==================== block 1
### src/rtl/shift_pkg.sv
// Shared definitions for the shift_reg feeder path: controller state
// encoding, shift direction names and compile-time sizing helpers.
package shift_pkg;

    typedef enum logic [1:0] {
        IDLE  = 2'd0,
        LOAD  = 2'd1,
        SHIFT = 2'd2
    } state_t;

    // Direction names understood by the downstream shift_reg.
    localparam string SHIFT_DIRECTION_LEFT  = "LEFT";
    localparam string SHIFT_DIRECTION_RIGHT = "RIGHT";

    // Ceiling log2 for sizing pointers and counters (clog2(1) = 0).
    function automatic int clog2(input int value);
        int result;
        int remaining;
        result    = 0;
        remaining = value - 1;
        while (remaining > 0) begin
            result++;
            remaining = remaining >> 1;
        end
        return result;
    endfunction

    // Shift cycles needed to push a whole word out of shift_reg.
    function automatic int shift_cycles(input int width, input int amount);
        return (width + amount - 1) / amount;
    endfunction

endpackage

### src/rtl/sync_fifo.sv
// Small synchronous FIFO with occupancy count. Reset and flush both empty it;
// the head word is presented combinationally on rdata.
module sync_fifo
    import shift_pkg::*;
#(
    parameter int WIDTH = 8,
    parameter int DEPTH = 4
) (
    input  logic                   clk,
    input  logic                   rst,
    input  logic                   flush,
    input  logic                   push,
    input  logic                   pop,
    input  logic [WIDTH-1:0]       wdata,
    output logic [WIDTH-1:0]       rdata,
    output logic                   full,
    output logic                   empty,
    output logic [clog2(DEPTH):0]  count
);

    localparam int PTR_W = clog2(DEPTH);
    localparam logic [PTR_W:0] FULL_COUNT = DEPTH[PTR_W:0];

    logic [WIDTH-1:0] mem [DEPTH];
    logic [PTR_W-1:0] wr_ptr;
    logic [PTR_W-1:0] rd_ptr;
    logic             do_push;
    logic             do_pop;

    // A push into a full FIFO or a pop from an empty one is ignored.
    assign do_push = push && !full;
    assign do_pop  = pop && !empty;

    assign full  = (count == FULL_COUNT);
    assign empty = (count == '0);
    assign rdata = mem[rd_ptr];

    // Pointer and occupancy tracking; pointers wrap naturally (DEPTH is a power of two).
    // NOTE: sequential state uses non-blocking assignments so every register samples pre-edge values.
    always_ff @(posedge clk) begin
        if (rst || flush) begin
            wr_ptr <= '0;
            rd_ptr <= '0;
            count  <= '0;
        end else begin
            if (do_push) wr_ptr <= wr_ptr + 1'b1;
            if (do_pop)  rd_ptr <= rd_ptr + 1'b1;
            case ({do_push, do_pop})
                2'b10:   count <= count + 1'b1;
                2'b01:   count <= count - 1'b1;
                default: count <= count;
            endcase
        end
    end

    // Word storage; a write coinciding with reset or flush is dropped.
    // NOTE: the storage array has no reset; count and pointers alone decide which entries are valid.
    always_ff @(posedge clk) begin
        if (do_push && !rst && !flush) mem[wr_ptr] <= wdata;
    end

endmodule

### src/rtl/shift_load_ctrl.sv
// Feeder for shift_reg: buffers parallel words and issues one load pulse per
// word, then holds load low for the cycles needed to shift the word out.
module shift_load_ctrl
    import shift_pkg::*;
#(
    parameter int WIDTH        = 8,
    parameter int SHIFT_AMOUNT = 1,
    parameter int FIFO_DEPTH   = 4
) (
    input  logic                        clk,
    input  logic                        rst,
    input  logic                        flush,
    input  logic                        in_valid,
    output logic                        in_ready,
    input  logic [WIDTH-1:0]            in_data,
    output logic                        load,
    output logic [WIDTH-1:0]            load_value,
    output logic                        busy,
    output logic                        word_done,
    output logic [clog2(FIFO_DEPTH):0]  fifo_count
);

    localparam int SHIFT_CYCLES = shift_cycles(WIDTH, SHIFT_AMOUNT);
    localparam int CNT_W        = clog2(SHIFT_CYCLES + 1);
    localparam logic [CNT_W-1:0] CNT_START = CNT_W'(SHIFT_CYCLES - 1);
    localparam logic [CNT_W-1:0] CNT_LAST  = CNT_W'(1);

    state_t           state;
    logic [CNT_W-1:0] cnt;
    logic [WIDTH-1:0] head;
    logic             fifo_full;
    logic             fifo_empty;
    logic             word_end;
    logic             pop;

    sync_fifo #(
        .WIDTH (WIDTH),
        .DEPTH (FIFO_DEPTH)
    ) u_fifo (
        .clk   (clk),
        .rst   (rst),
        .flush (flush),
        .push  (in_valid),
        .pop   (pop),
        .wdata (in_data),
        .rdata (head),
        .full  (fifo_full),
        .empty (fifo_empty),
        .count (fifo_count)
    );

    // Ready follows the registered count, so a pop frees space only next cycle.
    assign in_ready = !fifo_full;
    assign word_end = (state == SHIFT) && (cnt == '0);

    // Take the next word when idle or on the last shift cycle of the current one.
    // NOTE: give every always_comb output a default first so no latch is inferred.
    always_comb begin
        pop = 1'b0;
        if (!flush && !fifo_empty && ((state == IDLE) || word_end)) pop = 1'b1;
    end

    // Controller FSM with shift counter and registered outputs.
    always_ff @(posedge clk) begin
        if (rst) begin
            state      <= IDLE;
            cnt        <= '0;
            load       <= 1'b0;
            load_value <= '0;
            word_done  <= 1'b0;
            busy       <= 1'b0;
        end else if (flush) begin
            // load_value is kept so shift_reg still sees the last loaded word.
            state     <= IDLE;
            cnt       <= '0;
            load      <= 1'b0;
            word_done <= 1'b0;
            busy      <= 1'b0;
        end else begin
            case (state)
                IDLE: begin
                    word_done <= 1'b0;
                    if (pop) begin
                        load_value <= head;
                        load       <= 1'b1;
                        busy       <= 1'b1;
                        state      <= LOAD;
                    end else begin
                        load <= 1'b0;
                        busy <= 1'b0;
                    end
                end
                LOAD: begin
                    load      <= 1'b0;
                    cnt       <= CNT_START;
                    // With a single shift cycle the first SHIFT cycle is also the last.
                    word_done <= (SHIFT_CYCLES == 1);
                    state     <= SHIFT;
                end
                SHIFT: begin
                    if (cnt == '0) begin
                        word_done <= 1'b0;
                        if (pop) begin
                            load_value <= head;
                            load       <= 1'b1;
                            state      <= LOAD;
                        end else begin
                            busy  <= 1'b0;
                            state <= IDLE;
                        end
                    end else begin
                        cnt       <= cnt - 1'b1;
                        word_done <= (cnt == CNT_LAST);
                    end
                end
                default: begin
                    load      <= 1'b0;
                    word_done <= 1'b0;
                    busy      <= 1'b0;
                    state     <= IDLE;
                end
            endcase
        end
    end

endmodule

### config.mk
export PLATFORM = sky130hd
export DESIGN_NAME = shift_load_ctrl
export DESIGN_NICKNAME = d
export VERILOG_FILES = /design/src/rtl/shift_pkg.sv /design/src/rtl/sync_fifo.sv /design/src/rtl/shift_load_ctrl.sv
export SDC_FILE = /design/constraint.sdc
export NUM_CORES = 1
export LEC_CHECK = 0
export ABC_AREA = 0
export CAP_MARGIN = 25
export CORE_AREA = 5 5 76 85
export DETAILED_ROUTE_END_ITERATION = 8
export DIE_AREA = 0 0 81 90
export PLACE_DENSITY = 0.63
export SLEW_MARGIN = 20
export SYNTH_ARGS = -nofsm -noshare
export SYNTH_HDL_FRONTEND = slang
export SYNTH_SLANG_ARGS = --single-unit
### constraint.sdc
create_clock -name clk -period 3.2 [get_ports clk]
set_clock_uncertainty 0.05 [all_clocks]
set_input_delay 0.8 -clock clk [delete_from_list [all_inputs] [get_ports clk]]
set_output_delay 0.8 -clock clk [all_outputs]
set_load 0.02 [all_outputs]
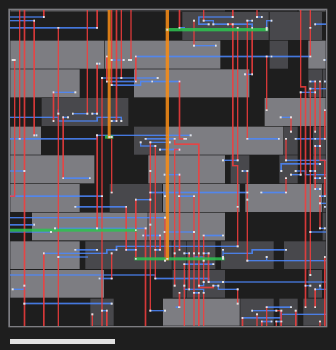
Figure 1: block 1, zoomed window.
The bar under the picture is 10 microns long. Window x 26 to 56, y 30 to 60 microns. Cells in gray, sequential cells in the stronger gray; small squares are vias.
legend:
  orange:
    layer: metal 4
  blue:
    layer: metal 1
  green:
    layer: metal 3
  red:
    layer: metal 2
netlist names of flops here include: u_fifo.mem (10), cnt (2), u_fifo.rd_ptr (2)
cells with their middle in the window: 40
most frequent: edfxtp_1 (10), dfxtp_1 (6)
sequential cells in the window: 16

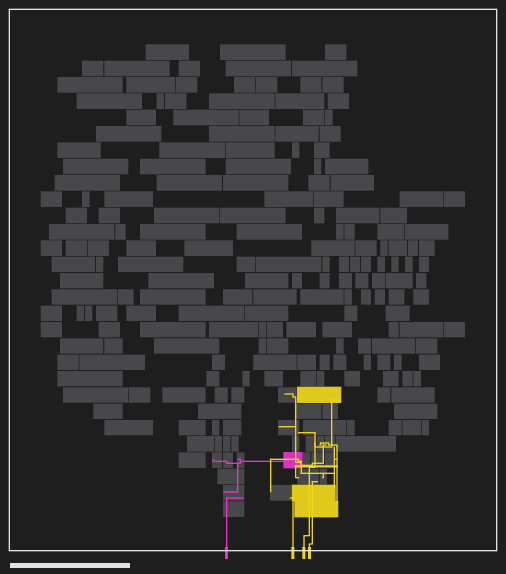
Figure 2: block 1, wires at chosen ports, followed through buffers.
The bar under the picture is 20 microns long.
legend:
  yellow:
    port: fifo_count
    direction: output
    edge: south
    end_cells: 3
    buffers: 3
    wire: 132 microns
  magenta:
    port: in_ready
    direction: output
    edge: south
    end_cells: 1
    buffers: 1
    wire: 32.7 microns

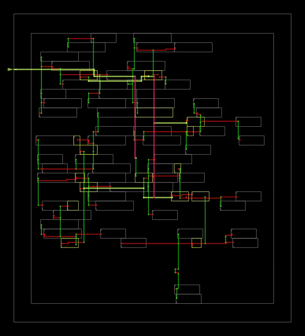
Figure 3: block 1, clock nets.
number of clock buffers inserted by TritonCTS: 9
power in the clock group: 0.638 mW
Worst-Skew Late Latency: 0.33 ns
clock buffers: 9
sequential cell count: 58

-- worst paths after layout --
check	endpoint	cells after the start	start	slack, ns
worst min register to register	load_value[2]	2	load_value[2]	0.46
worst max register to register	u_fifo.count[2]	10	cnt[0]	0.33
worst max-delay path	u_fifo.count[2]	10	cnt[0]	0.33
worst min-delay path	load_value[2]	2	load_value[2]	0.46
-- logic make-up (layout without fill, tap and decap cells) --
logic type      Yosys count  in the layout  synth area share, %
flops                    58             58                62.48
simple gates             51             51                11.08
compound gates           20             20                6.069
mux                      16             16                10.98
buf+inv                  16             53                2.850
fa+ha+maj                 9              9                5.066
xor+xnor                  4              4                1.478
-- power by group --
group          internal [mW]  switching [mW]  leakage [nW]
Combinational         0.0507          0.0526         0.351
Sequential             0.799          0.0112         0.499
Clock                  0.357           0.281        0.0954
-- area by class of cell --
class / count / area share (%)
clock buffers: 9 / 4.264
clock inverters: 7 / 2.369
inverters: 8 / 1.034
multi-input cells: 100 / 28.29
flip-flops and latches: 58 / 50.99
well taps: 77 / 3.316
repair buffers: 29 / 9.733
==> impl_results.html <==
<p>Metrics extracted from the flow reports.</p>
<table>
<tr><th>Metric</th><th>Value</th></tr>
<tr><th colspan="2">Status</th></tr>
<tr><td>Status</td><td>finished clean</td></tr>
<tr><th colspan="2">Worst setup path</th></tr>
<tr><td>CP Cell Sequence</td><td>inv_1, ha_1, or3b_4, a2111oi_4, ha_1, inv_1, fa_1, xor2_1, or3_1, a21oi_1</td></tr>
<tr><td>Worst EP required</td><td>between 3 and 4 ns</td></tr>
<tr><td>Element type at the critical path start</td><td>flip-flop</td></tr>
<tr><td>Cell with the largest stage delay on the worst path</td><td>sky130_fd_sc_hd__or3b_4</td></tr>
<tr><td>Arrival time of the worst setup path</td><td>a little over 3 ns</td></tr>
<tr><td>Maximum cell stage delay along the critical path</td><td>~0.42 ns</td></tr>
<tr><td>Worst-path fanout max</td><td>6</td></tr>
<tr><th colspan="2">Route</th></tr>
<tr><td>Routed via count</td><td>about 1,400</td></tr>
<tr><td>Top Layer Used</td><td>met4</td></tr>
<tr><td>Detailed-route DRC error count</td><td>0</td></tr>
<tr><td>Post-DR vias/cell</td><td>about 5</td></tr>
<tr><td>Number of nets with antenna violations after detailed routing</td><td>0</td></tr>
<tr><td>Met1 layer wirelength in the final routing</td><td>about 1800 microns</td></tr>
<tr><td>Total length of routed wires</td><td>between 4000 and 5000 microns</td></tr>
<tr><td>Iter 0 DRT Violations</td><td>around 82</td></tr>
<tr><td>Detail-routed net length per standard cell</td><td>between 15 and 20 microns</td></tr>
<tr><th colspan="2">Synthesis</th></tr>
<tr><td>Avg Synthesized Cell Area</td><td>approximately 14 sq um</td></tr>
<tr><td>Fraction of registers with async set or reset after synthesis</td><td>0%</td></tr>
<tr><td>Number of cell instances after yosys synthesis</td><td>about 170</td></tr>
<tr><td>Most common cell in the synthesized netlist</td><td>sky130_fd_sc_hd__edfxtp_1</td></tr>
<tr><td>Number of nets produced by synthesis</td><td>195</td></tr>
<tr><td>Flops &amp; latches, synth</td><td>~58</td></tr>
<tr><td>Share of the synthesized area in the top cell type</td><td>roughly two fifths</td></tr>
<tr><td>Number of flops mapped to enable cells by yosys</td><td>32</td></tr>
<tr><td>Netlist Area Pre-Place</td><td>2371 sq um</td></tr>
<tr><td>Commonest cells post-synth</td><td>32 x sky130_fd_sc_hd__edfxtp_1, 26 x sky130_fd_sc_hd__dfxtp_1, 21 x sky130_fd_sc_hd__nor2_1</td></tr>
<tr><td>Cell types occupying the most area after synthesis</td><td>sky130_fd_sc_hd__edfxtp_1 41%, sky130_fd_sc_hd__dfxtp_1 22%, sky130_fd_sc_hd__mux4_2 7.6%</td></tr>
<tr><th colspan="2">Power</th></tr>
<tr><td>Power Density</td><td>around 530 nW/um^2</td></tr>
<tr><td>Power consumption</td><td>approximately 1.6 mW</td></tr>
<tr><td>Total leakage power</td><td>between 0.9 and 1 nW</td></tr>
<tr><th colspan="2">Clocking</th></tr>
<tr><td>Hold-fix buffers at CTS</td><td>0</td></tr>
<tr><td>Largest buffer count on any clock path</td><td>2</td></tr>
<tr><td>Cell chosen for the clock root</td><td>sky130_fd_sc_hd__clkbuf_8</td></tr>
<tr><td>Post-CTS Setup Inserts</td><td>0</td></tr>
<tr><td># resized after CTS</td><td>0</td></tr>
<tr><td>TritonCTS clock tree</td><td>built</td></tr>
<tr><th colspan="2">Die</th></tr>
<tr><td>Placement row count</td><td>29</td></tr>
<tr><td>Initial Utilization</td><td>a little over two fifths</td></tr>
<tr><td>Width of the chip</td><td>approximately 80 microns</td></tr>
<tr><td>Die Span Y</td><td>90 microns</td></tr>
<tr><td>Die area</td><td>about 7300 sq um</td></tr>
<tr><td>I/O Pins</td><td>27</td></tr>
<tr><th colspan="2">Timing</th></tr>
<tr><td>Max-slew headroom at the worst pin</td><td>approximately three fifths</td></tr>
<tr><td>Top achievable clock speed</td><td>roughly 0.35 GHz</td></tr>
<tr><td>Min Tclk post-route</td><td>between 2 and 3 ns</td></tr>
<tr><td>Final period utilization</td><td>89.64%</td></tr>
<tr><td>Unrepaired setup endpoints after global routing</td><td>no</td></tr>
<tr><td>Pins Over Slew Limit</td><td>0</td></tr>
<tr><th colspan="2">Global routing</th></tr>
<tr><td>GR Util met3</td><td>under 10%</td></tr>
<tr><td>Global routing met1 resource utilization</td><td>between 15 and 20%</td></tr>
<tr><td>Pin count of the biggest net entering global routing</td><td>17</td></tr>
<tr><td>Grt total ovfl</td><td>0</td></tr>
<tr><td>Most used routing layer</td><td>met2</td></tr>
<tr><td>GR met2 Demand/Resource</td><td>about a quarter</td></tr>
<tr><th colspan="2">Cells and area</th></tr>
<tr><td>Post-route standard cell area excluding fillers</td><td>2905 sq um</td></tr>
<tr><td>Register with the most flip-flops</td><td>u_fifo.mem</td></tr>
<tr><td>Logic area</td><td>a little over 800 sq um</td></tr>
<tr><td>Registers with the most flip-flops</td><td>u_fifo.mem (32), load_value (8), cnt (4)</td></tr>
<tr><td>Largest register FFs</td><td>32</td></tr>
<tr><td>Final non-filler cell total</td><td>between 200 and 300</td></tr>
<tr><td>Filler Cell Count</td><td>497</td></tr>
<tr><td>Most instantiated logic cell after routing</td><td>sky130_fd_sc_hd__edfxtp_1</td></tr>
<tr><td>Area occupied by registers</td><td>approximately 1500 sq um</td></tr>
<tr><th colspan="2">Placed design</th></tr>
<tr><td>Global placer's final weighted congestion</td><td>0.8442</td></tr>
<tr><td>IO Port Bufs</td><td>26</td></tr>
<tr><td>Setup slack at placement</td><td>around 0.2 ns</td></tr>
<tr><th colspan="2">Run</th></tr>
<tr><td>Max-cap check violation count</td><td>0</td></tr>
</table>

==================== block 2
$ cat config.mk
export PLATFORM = sky130hd
export DESIGN_NAME = pump_scheduler
export DESIGN_NICKNAME = d
export VERILOG_FILES = /design/src/rtl/pump_sched_pkg.sv /design/src/rtl/pump_scheduler_rr_pick.sv /design/src/rtl/pump_scheduler.sv
export SDC_FILE = /design/constraint.sdc
export NUM_CORES = 1
export LEC_CHECK = 0
export ABC_AREA = 1
export CAP_MARGIN = 10
export CORE_MARGIN = 4
export CORE_UTILIZATION = 53
export DETAILED_ROUTE_END_ITERATION = 16
export GPL_TIMING_DRIVEN = 0
export PLACE_DENSITY = 0.83
export SKIP_CTS_REPAIR_TIMING = 1
export SYNTH_ARGS = -nofsm -noshare
export SYNTH_HDL_FRONTEND = slang
export SYNTH_SLANG_ARGS = --single-unit
export TNS_END_PERCENT = 30
$ cat constraint.sdc
create_clock -name Ck -period 2.11 [get_ports Ck]
set_clock_uncertainty 0.2 [all_clocks]
set_input_delay 0.3165 -clock Ck [delete_from_list [all_inputs] [get_ports Ck]]
set_output_delay 0.3165 -clock Ck [all_outputs]
set_load 0.05 [all_outputs]
$ cat src/rtl/pump_sched_pkg.sv
// -----------------------------------------------------------------------------
// pump_sched_pkg
//
// Shared definitions for the irrigation pump scheduler:
//   - pump_state_t : scheduler FSM state (IDLE, OPEN, RUN, CLOSE)
//   - DEF_*        : default timing and sizing constants
// -----------------------------------------------------------------------------
package pump_sched_pkg;

    // IDLE must stay at encoding 0 so that a cleared state register means idle.
    typedef enum logic [1:0] {
        ST_IDLE  = 2'd0,
        ST_OPEN  = 2'd1,
        ST_RUN   = 2'd2,
        ST_CLOSE = 2'd3
    } pump_state_t;

    localparam int DEF_N_SECT = 4;   // sectors sharing the pump
    localparam int DEF_T_DEAD = 4;   // valve settle / pump spin-down, cycles
    localparam int DEF_T_MIN  = 8;   // minimum pump run per grant, cycles
    localparam int DEF_T_MAX  = 64;  // maximum pump run per grant, cycles
    localparam int DEF_CW     = 8;   // state timer width, must hold DEF_T_MAX

endpackage : pump_sched_pkg

$ cat src/rtl/pump_scheduler_rr_pick.sv
// -----------------------------------------------------------------------------
// rr_pick
//
// Combinational round-robin search. Starting at last+1 and wrapping modulo
// N_SECT, returns the first sector whose request bit is set.
//
// Ports:
//   req   in  [N_SECT-1:0] per-sector request levels
//   last  in  [SW-1:0]     index of the previous grant
//   found out              at least one request is set
//   idx   out [SW-1:0]     index of the chosen sector (0 when found=0)
// -----------------------------------------------------------------------------
module rr_pick #(
    parameter int N_SECT = 4,
    parameter int SW     = $clog2(N_SECT)
) (
    input  logic [N_SECT-1:0] req,
    input  logic [SW-1:0]     last,
    output logic              found,
    output logic [SW-1:0]     idx
);

    int j;

    // Walk the offsets from farthest to nearest so that the nearest set bit
    // (the highest round-robin priority) is the one left in idx.
    always_comb begin
        found = 1'b0;
        idx   = '0;
        j     = 0;
        for (int i = N_SECT; i >= 1; i--) begin
            j = int'(last) + i;
            if (j >= N_SECT) begin
                j = j - N_SECT;
            end
            if (req[j[SW-1:0]]) begin
                found = 1'b1;
                idx   = j[SW-1:0];
            end
        end
    end

endmodule : rr_pick

$ cat src/rtl/pump_scheduler.sv
// -----------------------------------------------------------------------------
// pump_scheduler
//
// Shares one irrigation pump among N_SECT sector controllers. A grant opens
// the sector valve, waits T_DEAD cycles for it to settle, runs the pump for
// between T_MIN and T_MAX cycles, stops the pump, waits T_DEAD cycles for it
// to spin down and only then closes the valve.
//
// Ports:
//   Ck        in                  clock, rising edge
//   Clr_n     in                  asynchronous active-low reset
//   Req       in  [N_SECT-1:0]    per-sector pump request (level)
//   Done      in  [N_SECT-1:0]    per-sector completion (pulse or level)
//   Valve     out [N_SECT-1:0]    one-hot valve-open command (registered)
//   Pump      out                 pump enable (registered)
//   Sel       out [SW-1:0]        index of the granted sector (registered)
//   Busy      out                 high in every state except IDLE
//   Tout      out                 one-cycle pulse when T_MAX ends a grant
//   Dbg_state out [1:0]           current FSM state (pump_state_t encoding)
//
// There is no handshake: Req/Done are plain levels/pulses sampled on every
// rising edge, and only the granted sector's bits are looked at outside IDLE.
// -----------------------------------------------------------------------------
module pump_scheduler
    import pump_sched_pkg::*;
#(
    parameter int N_SECT = DEF_N_SECT,
    parameter int T_DEAD = DEF_T_DEAD,
    parameter int T_MIN  = DEF_T_MIN,
    parameter int T_MAX  = DEF_T_MAX,
    parameter int CW     = DEF_CW,
    parameter int SW     = $clog2(N_SECT)
) (
    input  logic              Ck,
    input  logic              Clr_n,
    input  logic [N_SECT-1:0] Req,
    input  logic [N_SECT-1:0] Done,
    output logic [N_SECT-1:0] Valve,
    output logic              Pump,
    output logic [SW-1:0]     Sel,
    output logic              Busy,
    output logic              Tout,
    output logic [1:0]        Dbg_state
);

    // Terminal counts: every timed state ends when the counter reaches N-1,
    // so a state timed for N cycles occupies exactly N clock periods.
    localparam logic [CW-1:0] DEAD_M1 = CW'(T_DEAD - 1);
    localparam logic [CW-1:0] MIN_M1  = CW'(T_MIN - 1);
    localparam logic [CW-1:0] MAX_M1  = CW'(T_MAX - 1);
    localparam logic [SW-1:0] LAST_RST = SW'(N_SECT - 1);

    pump_state_t       state;
    logic [CW-1:0]     cnt;
    logic [CW-1:0]     cnt_inc;
    logic              rel_flag;
    logic [SW-1:0]     last;

    logic              pick_found;
    logic [SW-1:0]     pick_idx;
    logic [N_SECT-1:0] pick_oh;

    logic              release_now;
    logic              release_any;
    logic              min_reached;
    logic              max_reached;

    rr_pick #(
        .N_SECT (N_SECT),
        .SW     (SW)
    ) u_rr_pick (
        .req   (Req),
        .last  (last),
        .found (pick_found),
        .idx   (pick_idx)
    );

    always_comb begin
        pick_oh           = '0;
        pick_oh[pick_idx] = 1'b1;
    end

    // Release is judged only on the granted sector's own inputs.
    assign release_now = Done[Sel] | ~Req[Sel];
    assign release_any = release_now | rel_flag;
    assign min_reached = (cnt >= MIN_M1);
    assign max_reached = (cnt == MAX_M1);

    // Saturating increment: the counter never wraps past T_MAX-1.
    assign cnt_inc = max_reached ? cnt : cnt + 1'b1;

    assign Busy      = (state != ST_IDLE);
    assign Dbg_state = state;

    always_ff @(posedge Ck or negedge Clr_n) begin
        if (!Clr_n) begin
            state    <= ST_IDLE;
            cnt      <= '0;
            rel_flag <= 1'b0;
            last     <= LAST_RST;
            Sel      <= '0;
            Valve    <= '0;
            Pump     <= 1'b0;
            Tout     <= 1'b0;
        end else begin
            // Tout is a single-cycle pulse; only the timeout branch raises it.
            Tout <= 1'b0;

            case (state)
                ST_IDLE: begin
                    Valve    <= '0;
                    Pump     <= 1'b0;
                    rel_flag <= 1'b0;
                    if (pick_found) begin
                        Sel   <= pick_idx;
                        last  <= pick_idx;
                        cnt   <= '0;
                        Valve <= pick_oh;
                        state <= ST_OPEN;
                    end
                end

                ST_OPEN: begin
                    if (cnt == DEAD_M1) begin
                        cnt      <= '0;
                        rel_flag <= 1'b0;
                        Pump     <= 1'b1;
                        state    <= ST_RUN;
                    end else begin
                        cnt <= cnt + 1'b1;
                    end
                end

                ST_RUN: begin
                    if (min_reached && release_any) begin
                        // A release wins over T_MAX in the same cycle, so this
                        // branch is tested first and leaves Tout low.
                        cnt   <= '0;
                        Pump  <= 1'b0;
                        state <= ST_CLOSE;
                    end else if (max_reached) begin
                        cnt   <= '0;
                        Pump  <= 1'b0;
                        Tout  <= 1'b1;
                        state <= ST_CLOSE;
                    end else begin
                        // An early release is remembered until T_MIN is met.
                        cnt      <= cnt_inc;
                        rel_flag <= rel_flag | release_now;
                    end
                end

                ST_CLOSE: begin
                    // Valve stays open while the pump spins down.
                    if (cnt == DEAD_M1) begin
                        cnt      <= '0;
                        rel_flag <= 1'b0;
                        Valve    <= '0;
                        state    <= ST_IDLE;
                    end else begin
                        cnt <= cnt + 1'b1;
                    end
                end

                default: begin
                    cnt   <= '0;
                    Valve <= '0;
                    Pump  <= 1'b0;
                    state <= ST_IDLE;
                end
            endcase
        end
    end

endmodule : pump_scheduler

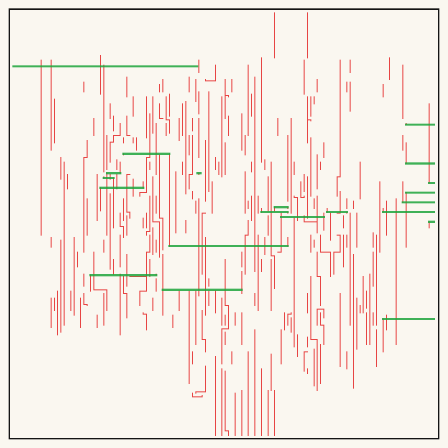
Figure 4: block 2, signal wires by layer.
Only two layers are drawn.
legend:
  green:
    layer: metal 3
    wire_length: 124 microns
  red:
    layer: metal 2
    wire_length: 1,350 microns
detail-routed net length per standard cell: 10.66 microns
total length of routed wires: 2783 microns

==> impl_results.html <==
<p>Metrics extracted from the flow reports.</p>
<table>
<tr><th>Metric</th><th>Value</th></tr>
<tr><th colspan="2">Cells and area</th></tr>
<tr><td>Top library cells by usage in the layout, fill and taps aside</td><td>71 x sky130_fd_sc_hd__nand2_1, 30 x sky130_fd_sc_hd__inv_1, 26 x sky130_fd_sc_hd__nand3_1, 17 x sky130_fd_sc_hd__dfrtp_1, 16 x sky130_fd_sc_hd__clkdlybuf4s50_1</td></tr>
<tr><td>Sequential cell count</td><td>21</td></tr>
<tr><td>Ratio of cells with drive above 1 in the final layout</td><td>a little under an eighth</td></tr>
<tr><td>Registers with the most flip-flops</td><td>cnt (8), Valve (4)</td></tr>
<tr><td>Dominant class by area</td><td>logic gates</td></tr>
<tr><td>Number of signal-net buffers in the layout</td><td>21</td></tr>
<tr><td>Final non-filler cell total</td><td>roughly 260</td></tr>
<tr><td>Non-CTS inverters</td><td>33</td></tr>
<tr><td>Number of nets in the layout</td><td>about 250</td></tr>
<tr><td>Filler Cell Count</td><td>between 200 and 250</td></tr>
<tr><td>Non-clock buffering overhead in the final layout</td><td>about 13%</td></tr>
<tr><th colspan="2">Synthesis</th></tr>
<tr><td>Number of cell instances after yosys synthesis</td><td>just over 200</td></tr>
<tr><td>Avg Synthesized Cell Area</td><td>6.897 sq um</td></tr>
<tr><td>Part of the Yosys area used for sequential elements</td><td>a little under two fifths</td></tr>
<tr><td>Cell types occupying the most area after synthesis</td><td>sky130_fd_sc_hd__dfrtp_1 33%, sky130_fd_sc_hd__nand2_1 19%, sky130_fd_sc_hd__nand3_1 9.1%</td></tr>
<tr><td>Post-synthesis cell type with the largest combined area</td><td>sky130_fd_sc_hd__dfrtp_1</td></tr>
<tr><td>Netlist Area Pre-Place</td><td>between 1000 and 1500 sq um</td></tr>
<tr><td>Distinct lib cells</td><td>23</td></tr>
<tr><td>Commonest cells post-synth</td><td>71 x sky130_fd_sc_hd__nand2_1, 31 x sky130_fd_sc_hd__inv_1, 26 x sky130_fd_sc_hd__nand3_1</td></tr>
<tr><td>Most common cell in the synthesized netlist</td><td>sky130_fd_sc_hd__nand2_1</td></tr>
<tr><th colspan="2">Timing</th></tr>
<tr><td>Final hold slack</td><td>a little under 0.3 ns</td></tr>
<tr><td>Final period utilization</td><td>between 90% and 100%</td></tr>
<tr><td>Fin. Hold Viols</td><td>0</td></tr>
<tr><td>Setup_tns</td><td>0 ns</td></tr>
<tr><td>Pins Over Slew Limit</td><td>0</td></tr>
<tr><td>Min Tclk post-route</td><td>2.031 ns</td></tr>
<tr><td>Top achievable clock speed</td><td>0.4925 GHz</td></tr>
<tr><th colspan="2">Clocking</th></tr>
<tr><td>Number of clock buffers inserted by TritonCTS</td><td>3</td></tr>
<tr><td>TritonCTS Sinks</td><td>21</td></tr>
<tr><td>Worst-Skew Late Latency</td><td>between 0.3 and 0.4 ns</td></tr>
<tr><td>TritonCTS clock tree</td><td>built</td></tr>
<tr><th colspan="2">Worst setup path</th></tr>
<tr><td>Worst EP required</td><td>1.59 ns</td></tr>
<tr><td>Category of the worst setup path capture point</td><td>primary output</td></tr>
<tr><td>Arrival time of the worst setup path</td><td>between 1.5 and 2 ns</td></tr>
<tr><td>Buffers and inverters on the worst path</td><td>3</td></tr>
<tr><td>Cell with the largest stage delay on the worst path</td><td>sky130_fd_sc_hd__dfrtp_2</td></tr>
<tr><th colspan="2">Status</th></tr>
<tr><td>Status</td><td>finished clean</td></tr>
<tr><th colspan="2">Global routing</th></tr>
<tr><td>Total GRT Usage</td><td>around 17%</td></tr>
<tr><td>First-pass GRT wire length</td><td>about 4800 microns</td></tr>
<tr><th colspan="2">Die</th></tr>
<tr><td>Die Span Y</td><td>59.90 microns</td></tr>
<tr><td>Initial Utilization</td><td>a little under three fifths</td></tr>
<tr><td>Width of the chip</td><td>~60 microns</td></tr>
<tr><td>Die area</td><td>approximately 3600 sq um</td></tr>
<tr><th colspan="2">Power</th></tr>
<tr><td>Internal power component</td><td>1.164 mW</td></tr>
<tr><th colspan="2">Placed design</th></tr>
<tr><td>Global placer's final weighted congestion</td><td>between 0.8 and 0.9</td></tr>
<tr><td>Placed standard-cell area</td><td>1677 sq um</td></tr>
<tr><td>Cell count after placement</td><td>~260</td></tr>
<tr><th colspan="2">Min path</th></tr>
<tr><td>Class of the tightest hold or removal check</td><td>flip-flop to flip-flop</td></tr>
<tr><th colspan="2">Run</th></tr>
<tr><td>Total tool warning count</td><td>31</td></tr>
</table>
worst min-delay path, cell delays in order (launching register included):
cell and delay (ns):
sky130_fd_sc_hd__dfrtp_1 0.37, sky130_fd_sc_hd__nand2_1 0.05, sky130_fd_sc_hd__nand2_1 0.04
cells by family after synthesis:
logic type / Yosys count / synth area share, %
adders and majority gates: 7 / 6.135
and+or+nand+nor: 125 / 37.69
DFF: 21 / 36.99
buffers and inverters: 34 / 9.465
xor gates and xnor gates: 4 / 2.980
AOI/OAI and AO/OA: 16 / 6.748
path summary, 6_finish.rpt:
| check | startpoint | end | slack, ns | cells after the start |
|---|---|---|---|---|
| worst min register to register | rel_flag | rel_flag | 0.29 | 2 |
| worst max-delay path | Dbg_state[1] | Busy | 0.08 | 4 |
| worst min-delay path | rel_flag | rel_flag | 0.29 | 2 |
| max in group asynchronous | Clr_n | Dbg_state[0] | 0.75 | 1 |
| worst max register to register | Dbg_state[1] | cnt[4] | 0.14 | 8 |
| min in group asynchronous | Clr_n | cnt[5] | 0.32 | 1 |
metal layers:
layer	global-route usage, %	vias up	share of wire, %
met4	3.165	0	0.50
li1	-	694	-
met5	0	-	0
met1	22.80	581	46
met3	4.104	2	4.5
met2	29.17	31	49

==================== block 3
Figure 5. Zoomed window (block 3).
The bar under the picture is 10 microns long. Window x 57 to 87, y 57 to 87 microns. Cells in gray, sequential cells in the stronger gray; small squares are vias.
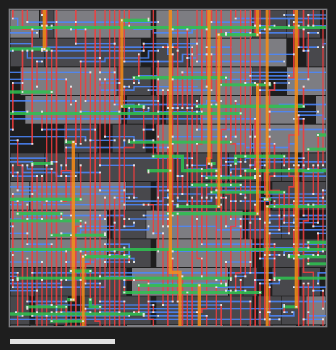
Figure 6. M1 wires (block 3).
Supply wires on this layer in gray.
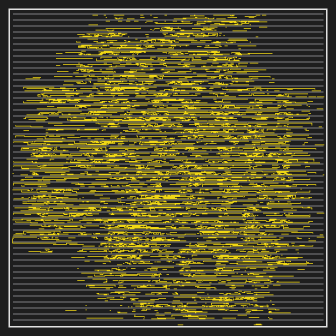
[src/rtl/aes_stream_pkg.sv]
// aes_stream_pkg: shared block geometry and types for the AES plaintext/ciphertext stream path
package aes_stream_pkg;
  localparam int AES_BLK_BYTES = 16;
  localparam int AES_BLK_W = 8 * AES_BLK_BYTES;
  localparam int AES_CNT_W = $clog2(AES_BLK_BYTES) + 1;
  typedef logic [AES_BLK_W-1:0] aes_blk_t;
  typedef logic [AES_CNT_W-1:0] pad_cnt_t;
endpackage

[src/rtl/aes_block_assembler_if.sv]
// aes_block_assembler_if: byte-stream and block handshake bundles
interface aes_byte_if;
  logic       valid;
  logic       ready;
  logic       last;
  logic [7:0] data;
  modport master (output valid, data, last, input ready);
  modport slave (input valid, data, last, output ready);
endinterface

interface aes_blk_if;
  import aes_stream_pkg::*;
  aes_blk_t blk;
  logic     valid;
  logic     ready;
  logic     last;
  pad_cnt_t pad;
  modport master (output blk, valid, last, pad, input ready);
  modport slave (input blk, valid, last, pad, output ready);
endinterface

[src/rtl/aes_blk_slot.sv]
// aes_blk_slot: one-entry block holding register with valid/ready output handshake
module aes_blk_slot
  import aes_stream_pkg::*;
(
  input  logic      clk,
  input  logic      rst_n,
  input  logic      i_clr,
  input  logic      i_load,
  input  aes_blk_t  i_blk,
  input  logic      i_last,
  input  pad_cnt_t  i_pad,
  aes_blk_if.master o_blk,
  output logic      o_consume
);
  assign o_consume = o_blk.valid && o_blk.ready;
  // Loads only arrive when the slot is empty or draining, so the held block is stable under stall
  always_ff @(posedge clk or negedge rst_n) begin
    if (!rst_n) begin
      o_blk.valid <= 1'b0;
      o_blk.blk   <= '0;
      o_blk.last  <= 1'b0;
      o_blk.pad   <= '0;
    end else if (i_clr) begin
      o_blk.valid <= 1'b0;
      o_blk.blk   <= '0;
      o_blk.last  <= 1'b0;
      o_blk.pad   <= '0;
    end else if (i_load) begin
      o_blk.valid <= 1'b1;
      o_blk.blk   <= i_blk;
      o_blk.last  <= i_last;
      o_blk.pad   <= i_pad;
    end else if (o_consume) begin
      o_blk.valid <= 1'b0;
    end
  end
endmodule

[src/rtl/aes_block_assembler.sv]
// aes_block_assembler: packs an MSB-first byte stream into zero-padded 128-bit AES plaintext blocks
module aes_block_assembler
  import aes_stream_pkg::*;
#(
  parameter int BLK_CNT_W = 16
) (
  input  logic                 clk,
  input  logic                 rst_n,
  input  logic                 i_clr,
  aes_byte_if.slave            i_in,
  aes_blk_if.master            o_out,
  output logic [BLK_CNT_W-1:0] o_blk_count
);
  aes_blk_t r_asm, w_asm_nxt;
  pad_cnt_t r_cnt, r_pad, w_cnt_nxt;
  logic     r_asm_full, r_last, w_xfer, w_acc, w_close, w_consume;
  assign w_xfer     = r_asm_full && (!o_out.valid || o_out.ready);
  assign i_in.ready = rst_n && !i_clr && (!r_asm_full || w_xfer);
  assign w_acc      = i_in.valid && i_in.ready;
  assign w_cnt_nxt  = r_cnt + pad_cnt_t'(1);
  assign w_close    = w_acc && (w_cnt_nxt == pad_cnt_t'(AES_BLK_BYTES) || i_in.last);
  // A byte taken in the hand-off cycle becomes byte 0 of the freshly cleared register
  assign w_asm_nxt  = (w_xfer ? '0 : r_asm)
                    | (w_acc ? aes_blk_t'(i_in.data) << (8 * (AES_BLK_BYTES - 1 - int'(r_cnt))) : '0);
  always_ff @(posedge clk or negedge rst_n) begin
    if (!rst_n) begin
      r_asm      <= '0;
      r_cnt      <= '0;
      r_pad      <= '0;
      r_last     <= 1'b0;
      r_asm_full <= 1'b0;
    end else if (i_clr) begin
      r_asm      <= '0;
      r_cnt      <= '0;
      r_pad      <= '0;
      r_last     <= 1'b0;
      r_asm_full <= 1'b0;
    end else begin
      r_asm      <= w_asm_nxt;
      r_cnt      <= w_close ? '0 : w_acc ? w_cnt_nxt : r_cnt;
      r_asm_full <= w_close || (r_asm_full && !w_xfer);
      if (w_close) begin
        r_pad  <= pad_cnt_t'(AES_BLK_BYTES) - w_cnt_nxt;
        r_last <= i_in.last;
      end
    end
  end
  always_ff @(posedge clk or negedge rst_n) begin
    if (!rst_n) o_blk_count <= '0;
    else if (w_consume) o_blk_count <= o_blk_count + BLK_CNT_W'(1);
  end
  aes_blk_slot u_slot (
    .clk       (clk),
    .rst_n     (rst_n),
    .i_clr     (i_clr),
    .i_load    (w_xfer),
    .i_blk     (r_asm),
    .i_last    (r_last),
    .i_pad     (r_pad),
    .o_blk     (o_out),
    .o_consume (w_consume)
  );
endmodule

[src/flat_wrapper.sv]
// flat-port wrapper written by rule: the top's interface ports become plain ports
module aes_block_assembler_flat import aes_stream_pkg::*;
#(
  parameter int BLK_CNT_W = 16
)
  (clk, rst_n, i_clr, o_blk_count, i_in_valid, i_in_data, i_in_last, i_in_ready, o_out_blk, o_out_valid, o_out_last, o_out_pad, o_out_ready);
  aes_byte_if i_in_i ();
  aes_blk_if o_out_i ();
  input  logic clk;
  input  logic rst_n;
  input  logic i_clr;
  output logic [BLK_CNT_W-1:0] o_blk_count;
  input wire logic [$bits(i_in_i.valid)-1:0] i_in_valid;
  input wire logic [$bits(i_in_i.data)-1:0] i_in_data;
  input wire logic [$bits(i_in_i.last)-1:0] i_in_last;
  output wire logic [$bits(i_in_i.ready)-1:0] i_in_ready;
  output wire logic [$bits(o_out_i.blk)-1:0] o_out_blk;
  output wire logic [$bits(o_out_i.valid)-1:0] o_out_valid;
  output wire logic [$bits(o_out_i.last)-1:0] o_out_last;
  output wire logic [$bits(o_out_i.pad)-1:0] o_out_pad;
  input wire logic [$bits(o_out_i.ready)-1:0] o_out_ready;
  assign i_in_i.valid = i_in_valid;
  assign i_in_i.data = i_in_data;
  assign i_in_i.last = i_in_last;
  assign i_in_ready = i_in_i.ready;
  assign o_out_blk = o_out_i.blk;
  assign o_out_valid = o_out_i.valid;
  assign o_out_last = o_out_i.last;
  assign o_out_pad = o_out_i.pad;
  assign o_out_i.ready = o_out_ready;
  aes_block_assembler #(.BLK_CNT_W(BLK_CNT_W)) u_core (.clk(clk), .rst_n(rst_n), .i_clr(i_clr), .i_in(i_in_i), .o_out(o_out_i), .o_blk_count(o_blk_count));
endmodule
[config.mk]
export PLATFORM = sky130hd
export DESIGN_NAME = aes_block_assembler_flat
export DESIGN_NICKNAME = d
export VERILOG_FILES = /design/src/rtl/aes_stream_pkg.sv /design/src/rtl/aes_block_assembler_if.sv /design/src/rtl/aes_blk_slot.sv /design/src/rtl/aes_block_assembler.sv /design/src/flat_wrapper.sv
export SDC_FILE = /design/constraint.sdc
export NUM_CORES = 1
export LEC_CHECK = 0
export CORE_UTILIZATION = 55
export DETAILED_ROUTE_END_ITERATION = 16
export GPL_TIMING_DRIVEN = 0
export PLACE_DENSITY = 0.9
export SETUP_SLACK_MARGIN = 0.02
export SLEW_MARGIN = 20
export SYNTH_ARGS = -nofsm -noshare
export SYNTH_HDL_FRONTEND = slang
export SYNTH_SLANG_ARGS = --single-unit
[constraint.sdc]
create_clock -name clk -period 6.2 [get_ports clk]
set_clock_uncertainty 0.2 [all_clocks]
set_input_delay 0.93 -clock clk [delete_from_list [all_inputs] [get_ports clk]]
set_output_delay 0.93 -clock clk [all_outputs]
set_load 0.05 [all_outputs]
==> impl_results.html <==
<p>Metrics extracted from the flow reports.</p>
<table>
<tr><th>Metric</th><th>Value</th></tr>
<tr><th colspan="2">Worst setup path</th></tr>
<tr><td>CP Class</td><td>input pin to primary output</td></tr>
<tr><td>Worst flop-to-flop path startpoint</td><td>u_core.r_cnt[2]</td></tr>
<tr><td>Startpoint of the most critical setup path</td><td>i_clr</td></tr>
<tr><td>Slack of the worst reg-to-reg path</td><td>3.63 ns</td></tr>
<tr><td>Category of the worst setup path capture point</td><td>primary output</td></tr>
<tr><td>CP Cell Sequence</td><td>clkdlybuf4s50_1, inv_2, and3_1, clkdlybuf4s50_1</td></tr>
<tr><td>Arrival time of the worst setup path</td><td>between 2 and 3 ns</td></tr>
<tr><td>Element type at the critical path start</td><td>input pin</td></tr>
<tr><td>Maximum cell stage delay along the critical path</td><td>~0.81 ns</td></tr>
<tr><td>Worst-path fanout max</td><td>7</td></tr>
<tr><td>Cell with the largest stage delay on the worst path</td><td>sky130_fd_sc_hd__clkdlybuf4s50_1</td></tr>
<tr><th colspan="2">Global routing</th></tr>
<tr><td>Grt total ovfl</td><td>0</td></tr>
<tr><td>Number of antenna violations at the first check in global routing</td><td>0</td></tr>
<tr><td>First-pass GRT wire length</td><td>between 40,000 and 50,000 microns</td></tr>
<tr><td>Total GRT Usage</td><td>just under 30%</td></tr>
<tr><td>Pin count of the biggest net entering global routing</td><td>about 100</td></tr>
<tr><td>Vias in the first global route</td><td>roughly 8,000</td></tr>
<tr><th colspan="2">Synthesis</th></tr>
<tr><td>Netlist Area Pre-Place</td><td>around 11,000 sq um</td></tr>
<tr><td>Number of nets produced by synthesis</td><td>roughly 820</td></tr>
<tr><td>Synth Instances</td><td>801</td></tr>
<tr><td>Number of flops mapped to enable cells by yosys</td><td>0</td></tr>
<tr><td>Chip area line of the yosys report</td><td>between 10,000 and 15,000 sq um</td></tr>
<tr><td>Most common cell in the synthesized netlist</td><td>sky130_fd_sc_hd__dfrtp_1</td></tr>
<tr><td>Synth warn</td><td>0</td></tr>
<tr><td>Commonest cells post-synth</td><td>291 x sky130_fd_sc_hd__dfrtp_1, 237 x sky130_fd_sc_hd__a22o_1, 39 x sky130_fd_sc_hd__nand2_1</td></tr>
<tr><td>Fraction of registers with async set or reset after synthesis</td><td>100.0%</td></tr>
<tr><td>Flops &amp; latches, synth</td><td>just under 300</td></tr>
<tr><th colspan="2">Route</th></tr>
<tr><td>DRT Pass-1 Iters</td><td>5</td></tr>
<tr><td>Detailed-route DRC error count</td><td>0</td></tr>
<tr><td>Detail-routed net length per standard cell</td><td>roughly 23 microns</td></tr>
<tr><th colspan="2">Run</th></tr>
<tr><td>Max-cap check violation count</td><td>0</td></tr>
<tr><th colspan="2">Die</th></tr>
<tr><td>Initial Utilization</td><td>56.22%</td></tr>
<tr><td>Width of the chip</td><td>about 140 microns</td></tr>
<tr><td>Placement row count</td><td>51</td></tr>
<tr><td>Die area</td><td>slightly above 20,000 sq um</td></tr>
<tr><td>Die Span Y</td><td>143.3 microns</td></tr>
<tr><td>Placeable Area</td><td>between 15,000 and 20,000 sq um</td></tr>
<tr><th colspan="2">Clocking</th></tr>
<tr><td>Worst-Skew Late Latency</td><td>roughly 0.53 ns</td></tr>
<tr><td>Largest buffer count on any clock path</td><td>3</td></tr>
<tr><td>Clock-pin transition on the worst setup and hold timing paths</td><td>about 0.060 ns</td></tr>
<tr><td>Number of clock buffers inserted by TritonCTS</td><td>28</td></tr>
<tr><td>TritonCTS clock tree</td><td>built</td></tr>
<tr><td>TritonCTS Sinks</td><td>between 200 and 300</td></tr>
<tr><td>Cell chosen for the clock root</td><td>sky130_fd_sc_hd__clkbuf_16</td></tr>
<tr><td>Post-CTS Setup Inserts</td><td>0</td></tr>
<tr><th colspan="2">Timing</th></tr>
<tr><td>Unrepaired setup endpoints after global routing</td><td>no</td></tr>
<tr><td>Min Tclk post-route</td><td>approximately 3.8 ns</td></tr>
<tr><td>Worst path setup slack after routing</td><td>about 2.4 ns</td></tr>
<tr><td>Fin. Hold Viols</td><td>0</td></tr>
<tr><td>Max-slew headroom at the worst pin</td><td>between 50% and 60%</td></tr>
<tr><td>Tightest Pin Transition</td><td>0.6671 ns</td></tr>
<tr><td>Top achievable clock speed</td><td>roughly 0.26 GHz</td></tr>
<tr><th colspan="2">Placed design</th></tr>
<tr><td>HPWL after DPL</td><td>~20,000 microns</td></tr>
<tr><td>Cell count after placement</td><td>around 1,200</td></tr>
<tr><td>IO Port Bufs</td><td>between 150 and 200</td></tr>
<tr><td>Setup slack at placement</td><td>around 2.4 ns</td></tr>
<tr><td>Global placer's final weighted congestion</td><td>0.8652</td></tr>
<tr><th colspan="2">Status</th></tr>
<tr><td>Status</td><td>finished clean</td></tr>
<tr><th colspan="2">Cells and area</th></tr>
<tr><td>Final Core Density</td><td>between 70% and 80%</td></tr>
<tr><td>Top library cells by usage in the layout, fill and taps aside</td><td>291 x sky130_fd_sc_hd__dfrtp_1, 237 x sky130_fd_sc_hd__a22o_1, 164 x sky130_fd_sc_hd__clkdlybuf4s50_1, 39 x sky130_fd_sc_hd__nand2_1, 38 x sky130_fd_sc_hd__buf_2</td></tr>
<tr><td>Number of nets in the layout</td><td>between 1,000 and 1,500</td></tr>
<tr><td>Registers with the most flip-flops</td><td>u_core.r_asm (128), u_core.u_slot.o_blk.blk (128), u_core.o_blk_count (16)</td></tr>
<tr><td>Post-route standard cell area excluding fillers</td><td>between 10,000 and 15,000 sq um</td></tr>
<tr><td>Diodes inserted</td><td>0</td></tr>
<tr><th colspan="2">Power</th></tr>
<tr><td>Power Density</td><td>272.7 nW/um^2</td></tr>
<tr><td>Power consumption</td><td>3.817 mW</td></tr>
</table>
About Figure 5:
legend:
  green:
    layer: metal 3
  red:
    layer: metal 2
  blue:
    layer: metal 1
  orange:
    layer: metal 4
most frequent: a22o_1 (23), dfrtp_1 (15), nand2b_1 (6)
netlist names of flops here include: u_core.u_slot.o_blk.blk (9), u_core.r_asm (6)
cells with their middle in the window: 62
sequential cells in the window: 15

About Figure 6:
share of all routed wire: 41%
nets with wire on the layer: 925
main direction: horizontal
longest straight run: 47.4 microns
total length of routed wires: 29,770 microns
global routing met1 resource utilization: 41.72%
routed via count: 8,152

layout make-up:
cell class / instances / area (sq um)
inverters: 7 / 26.28
multi-input cells: 441 / 3352
clock buffers: 44 / 872.1
plain buffers: 62 / 317.8
clock inverters: 8 / 75.07
repair buffers: 168 / 1739
flip-flops and latches: 291 / 7282
well taps: 265 / 331.6
fillers: 1202 / 5530
per-layer routing:
metal	up-vias	wire, microns	track usage, %	part of all wire, %
li1	3396	-	-	-
met1	4176	12170	41.72	41
met2	491	14250	47.45	48
met3	89	2420	5.231	8.1
met4	0	923	10.58	3.1
met5	-	0	0	0
power breakdown:
part	switching, mW	total, mW	internal (mW)
clock	0.706	1.71	1.01
sequential	0.00854	1.92	1.91
combinational	0.140	0.186	0.0455
kinds of logic (layout without fill, tap and decap cells):
group,count (synthesis),after routing,synth area share [%]
AOI/OAI and AO/OA,282,282,21.23
DFF,291,291,66.33
adders and majority gates,3,3,0.3420
buffers and inverters,69,289,3.134
and+or+nand+nor,134,134,7.158
xor gates and xnor gates,19,19,1.516
muxes,3,3,0.2849
worst max-delay path, delay by kind of cell:
| family | cells | cell delay (ns) |
|---|---|---|
| buffers and inverters | 3 | 1.56 |
| and+or+nand+nor | 1 | 0.17 |

==================== block 4
Figure 7. Clock nets (block 4).
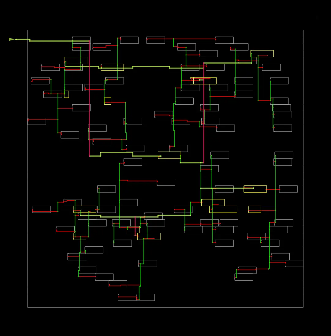
Figure 8. Signal wires by layer (block 4).
Only two layers are drawn.
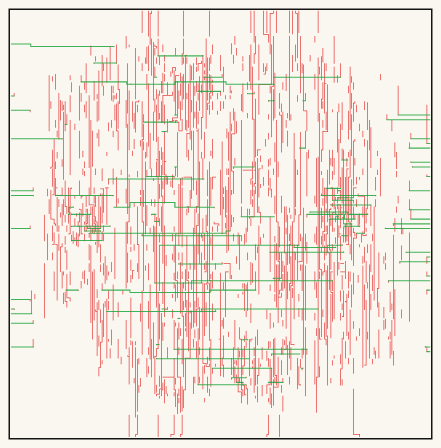
**src/rtl/sevseg_reader.sv**
```systemverilog
// Loopback reader for active-low seven-segment buses: decodes each digit back to a
// nibble and commits a reading once the pattern has held steady, on a valid/ready port.
module sevseg_reader #(
    parameter int DIGITS        = 4,
    parameter int STABLE_CYCLES = 4
) (
    input  logic                  clk,
    input  logic                  reset,
    input  logic                  en,
    input  logic [7*DIGITS-1:0]   seg_in,
    output logic [4*DIGITS-1:0]   value,
    output logic [DIGITS-1:0]     blank,
    output logic [DIGITS-1:0]     err,
    output logic                  out_valid,
    input  logic                  out_ready,
    output logic                  overrun
);

    localparam int             CW         = $clog2(STABLE_CYCLES + 1);
    localparam logic [CW-1:0]  CNT_MAX    = CW'(STABLE_CYCLES);
    localparam logic [CW-1:0]  CNT_COMMIT = CW'(STABLE_CYCLES - 1);

    logic [7*DIGITS-1:0] sample_q, sample_d;
    logic [7*DIGITS-1:0] committed_q, committed_d;
    logic [CW-1:0]       cnt_q, cnt_d;
    logic [4*DIGITS-1:0] value_q, value_d;
    logic [DIGITS-1:0]   blank_q, blank_d;
    logic [DIGITS-1:0]   err_q, err_d;
    logic                valid_q, valid_d;
    logic                overrun_q, overrun_d;

    logic [4*DIGITS-1:0] decValue;
    logic [DIGITS-1:0]   decBlank;
    logic [DIGITS-1:0]   decErr;
    logic                segEqual;
    logic                commitNow;

    // Returns {err, blank, nibble} for one active-low gfedcba pattern.
    function automatic logic [5:0] decodeGlyph(input logic [6:0] seg);
        logic [5:0] res;
        case (seg)
            7'h40:   res = 6'h00;
            7'h79:   res = 6'h01;
            7'h24:   res = 6'h02;
            7'h30:   res = 6'h03;
            7'h19:   res = 6'h04;
            7'h12:   res = 6'h05;
            7'h02:   res = 6'h06;
            7'h78:   res = 6'h07;
            7'h00:   res = 6'h08;
            7'h10:   res = 6'h09;
            7'h08:   res = 6'h0A;
            7'h03:   res = 6'h0B;
            7'h46:   res = 6'h0C;
            7'h21:   res = 6'h0D;
            7'h06:   res = 6'h0E;
            7'h0E:   res = 6'h0F;
            7'h7F:   res = 6'b01_0000;
            default: res = 6'b10_0000;
        endcase
        return res;
    endfunction

    always_comb begin
        logic [5:0] dec;
        decValue = '0;
        decBlank = '0;
        decErr   = '0;
        for (int d = 0; d < DIGITS; d++) begin
            dec                = decodeGlyph(seg_in[7*d +: 7]);
            decValue[4*d +: 4] = dec[3:0];
            decBlank[d]        = dec[4];
            decErr[d]          = dec[5];
        end
    end

    assign segEqual  = (seg_in == sample_q);
    // The counter saturates, so the commit compare is true once per stable run.
    assign commitNow = en && segEqual && (cnt_q == CNT_COMMIT) && (seg_in != committed_q);

    always_comb begin
        sample_d    = sample_q;
        committed_d = committed_q;
        cnt_d       = cnt_q;
        value_d     = value_q;
        blank_d     = blank_q;
        err_d       = err_q;
        valid_d     = valid_q;
        overrun_d   = overrun_q;

        if (en) begin
            sample_d = seg_in;
            if (segEqual) begin
                cnt_d = (cnt_q == CNT_MAX) ? cnt_q : cnt_q + 1'b1;
            end else begin
                cnt_d = '0;
            end
        end

        if (commitNow) begin
            committed_d = seg_in;
            value_d     = decValue;
            blank_d     = decBlank;
            err_d       = decErr;
            valid_d     = 1'b1;
            if (valid_q && !out_ready) begin
                overrun_d = 1'b1;
            end
        end else if (valid_q && out_ready) begin
            valid_d = 1'b0;
        end
    end

    always_ff @(posedge clk) begin
        if (!reset) begin
            sample_q    <= '1;
            committed_q <= '1;
            cnt_q       <= '0;
            value_q     <= '0;
            blank_q     <= '1;
            err_q       <= '0;
            valid_q     <= 1'b0;
            overrun_q   <= 1'b0;
        end else begin
            sample_q    <= sample_d;
            committed_q <= committed_d;
            cnt_q       <= cnt_d;
            value_q     <= value_d;
            blank_q     <= blank_d;
            err_q       <= err_d;
            valid_q     <= valid_d;
            overrun_q   <= overrun_d;
        end
    end

    assign value     = value_q;
    assign blank     = blank_q;
    assign err       = err_q;
    assign out_valid = valid_q;
    assign overrun   = overrun_q;

endmodule

```
**config.mk**
```make
export PLATFORM = sky130hd
export DESIGN_NAME = sevseg_reader
export DESIGN_NICKNAME = d
export VERILOG_FILES = /design/src/rtl/sevseg_reader.sv
export SDC_FILE = /design/constraint.sdc
export NUM_CORES = 1
export LEC_CHECK = 0
export ABC_AREA = 1
export CAP_MARGIN = 30
export CORE_AREA = 5 5 116 118
export DETAILED_ROUTE_END_ITERATION = 12
export DIE_AREA = 0 0 121 123
export GPL_ROUTABILITY_DRIVEN = 0
export GPL_TIMING_DRIVEN = 0
export PLACE_DENSITY = 0.65
export SYNTH_ARGS = -nofsm -noshare
export SYNTH_HDL_FRONTEND = slang
export SYNTH_SLANG_ARGS = --single-unit
```
**constraint.sdc**
```tcl
create_clock -name clk -period 4.8 [get_ports clk]
set_input_delay 0.96 -clock clk [delete_from_list [all_inputs] [get_ports clk]]
set_output_delay 0.96 -clock clk [all_outputs]
set_load 0.05 [all_outputs]
```
==> impl_results.html <==
<p>Metrics extracted from the flow reports.</p>
<table>
<tr><th>Metric</th><th>Value</th></tr>
<tr><th colspan="2">Worst setup path</th></tr>
<tr><td>Slack of the worst reg-to-reg path</td><td>~2.7 ns</td></tr>
<tr><td>Buffers and inverters on the worst path</td><td>3</td></tr>
<tr><td>Worst-path fanout max</td><td>10</td></tr>
<tr><td>Startpoint of the most critical setup path</td><td>seg_in[23]</td></tr>
<tr><td>Worst R2R End</td><td>committed_q[20]</td></tr>
<tr><td>Cell depth of the worst flop-to-flop path</td><td>10</td></tr>
<tr><th colspan="2">Timing</th></tr>
<tr><td>Top achievable clock speed</td><td>approximately 0.32 GHz</td></tr>
<tr><td>Final hold slack</td><td>between 0.4 and 0.5 ns</td></tr>
<tr><td>Max-slew headroom at the worst pin</td><td>~59%</td></tr>
<tr><td>Min Tclk post-route</td><td>between 3 and 4 ns</td></tr>
<tr><td>Number of failing setup endpoints in the final timing report</td><td>0</td></tr>
<tr><th colspan="2">Global routing</th></tr>
<tr><td>Global routing met1 resource utilization</td><td>29.03%</td></tr>
<tr><th colspan="2">Die</th></tr>
<tr><td>Placeable Area</td><td>roughly 12,000 sq um</td></tr>
<tr><td>Die area</td><td>14,880 sq um</td></tr>
<tr><th colspan="2">Synthesis</th></tr>
<tr><td>Post-synthesis cell type with the largest combined area</td><td>sky130_fd_sc_hd__dfxtp_1</td></tr>
<tr><td>Chip area line of the yosys report</td><td>around 5400 sq um</td></tr>
<tr><td>Synth Area in Adders</td><td>less than 1%</td></tr>
<tr><td>Part of the Yosys area used for sequential elements</td><td>between 30% and 40%</td></tr>
<tr><td>Area share of and-or/or-and cells after synthesis</td><td>slightly above 7%</td></tr>
<tr><td>Synth warn</td><td>0</td></tr>
<tr><th colspan="2">Clocking</th></tr>
<tr><td>Hold-fix buffers at CTS</td><td>0</td></tr>
<tr><td>TritonCTS clock tree</td><td>built</td></tr>
<tr><th colspan="2">Cells and area</th></tr>
<tr><td>Filler Cell Count</td><td>1,344</td></tr>
<tr><td>Layout overhead on the synthesized area</td><td>16.38%</td></tr>
<tr><th colspan="2">Status</th></tr>
<tr><td>Status</td><td>finished clean</td></tr>
<tr><th colspan="2">Power</th></tr>
<tr><td>Worst supply voltage drop on vdd</td><td>~0.20 mV</td></tr>
<tr><td>Power Density</td><td>268.0 nW/um^2</td></tr>
<tr><th colspan="2">Route</th></tr>
<tr><td>Met1 layer wirelength in the final routing</td><td>roughly 7300 microns</td></tr>
</table>
About Figure 7:
Worst-Skew Late Latency: 0.35 ns
maximum clock skew at final layout: 0.01018 ns
clock buffers: 13

About Figure 8:
legend:
  red:
    layer: metal 2
    wire_length: 6,610 microns
  green:
    layer: metal 3
    wire_length: 1,010 microns
Total GRT Usage: 21.55%
total length of routed wires: 15,410 microns
routed via count: 5,607
detail-routed net length per standard cell: 13.36 microns

-- layout make-up --
| type | instances | area (sq um) | area share [%] |
|---|---|---|---|
| clock buffers | 13 | 270.3 | 4.281 |
| plain buffers | 47 | 231.5 | 3.667 |
| multi-input cells | 680 | 3048 | 48.29 |
| clock inverters | 3 | 42.54 | 0.6739 |
| flip-flops and latches | 85 | 1702 | 26.96 |
| well taps | 172 | 215.2 | 3.409 |
| inverters | 118 | 442.9 | 7.017 |
| repair buffers | 36 | 360.3 | 5.709 |
-- power breakdown --
part	leakage [nW]	internal [mW]	total [mW]	switching, mW
clock	0.152	0.445	0.737	0.292
sequential	0.694	0.723	0.732	0.00917
combinational	2.57	0.0708	0.223	0.152
total	3.42	1.24	1.69	0.453
-- worst min path at each step --
stage	cells after the start	from	endpoint	slack, ns
final	2	blank[1]	blank[1]	0.47
after detailed placement	2	blank[1]	blank[1]	0.46
after floorplan	2	sample_q[10]	sample_q[10]	0.45
after global routing	2	blank[1]	blank[1]	0.49
after global placement	2	blank[1]	blank[1]	0.45
after CTS	2	overrun	overrun	0.47


==> notes/layouts.md <==
Pictures saved along the way, in no particular order.

M1 wires.
Supply wires on this layer in gray.
picture 1
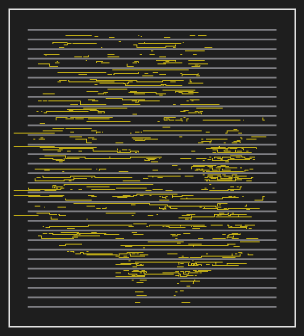
picture 2
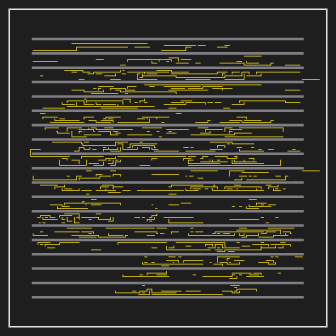
picture 3
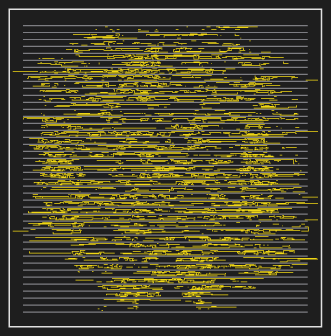
picture 2: block 2
picture 3: block 4
picture 1: block 1

Power and IR drop assume default switching activity.
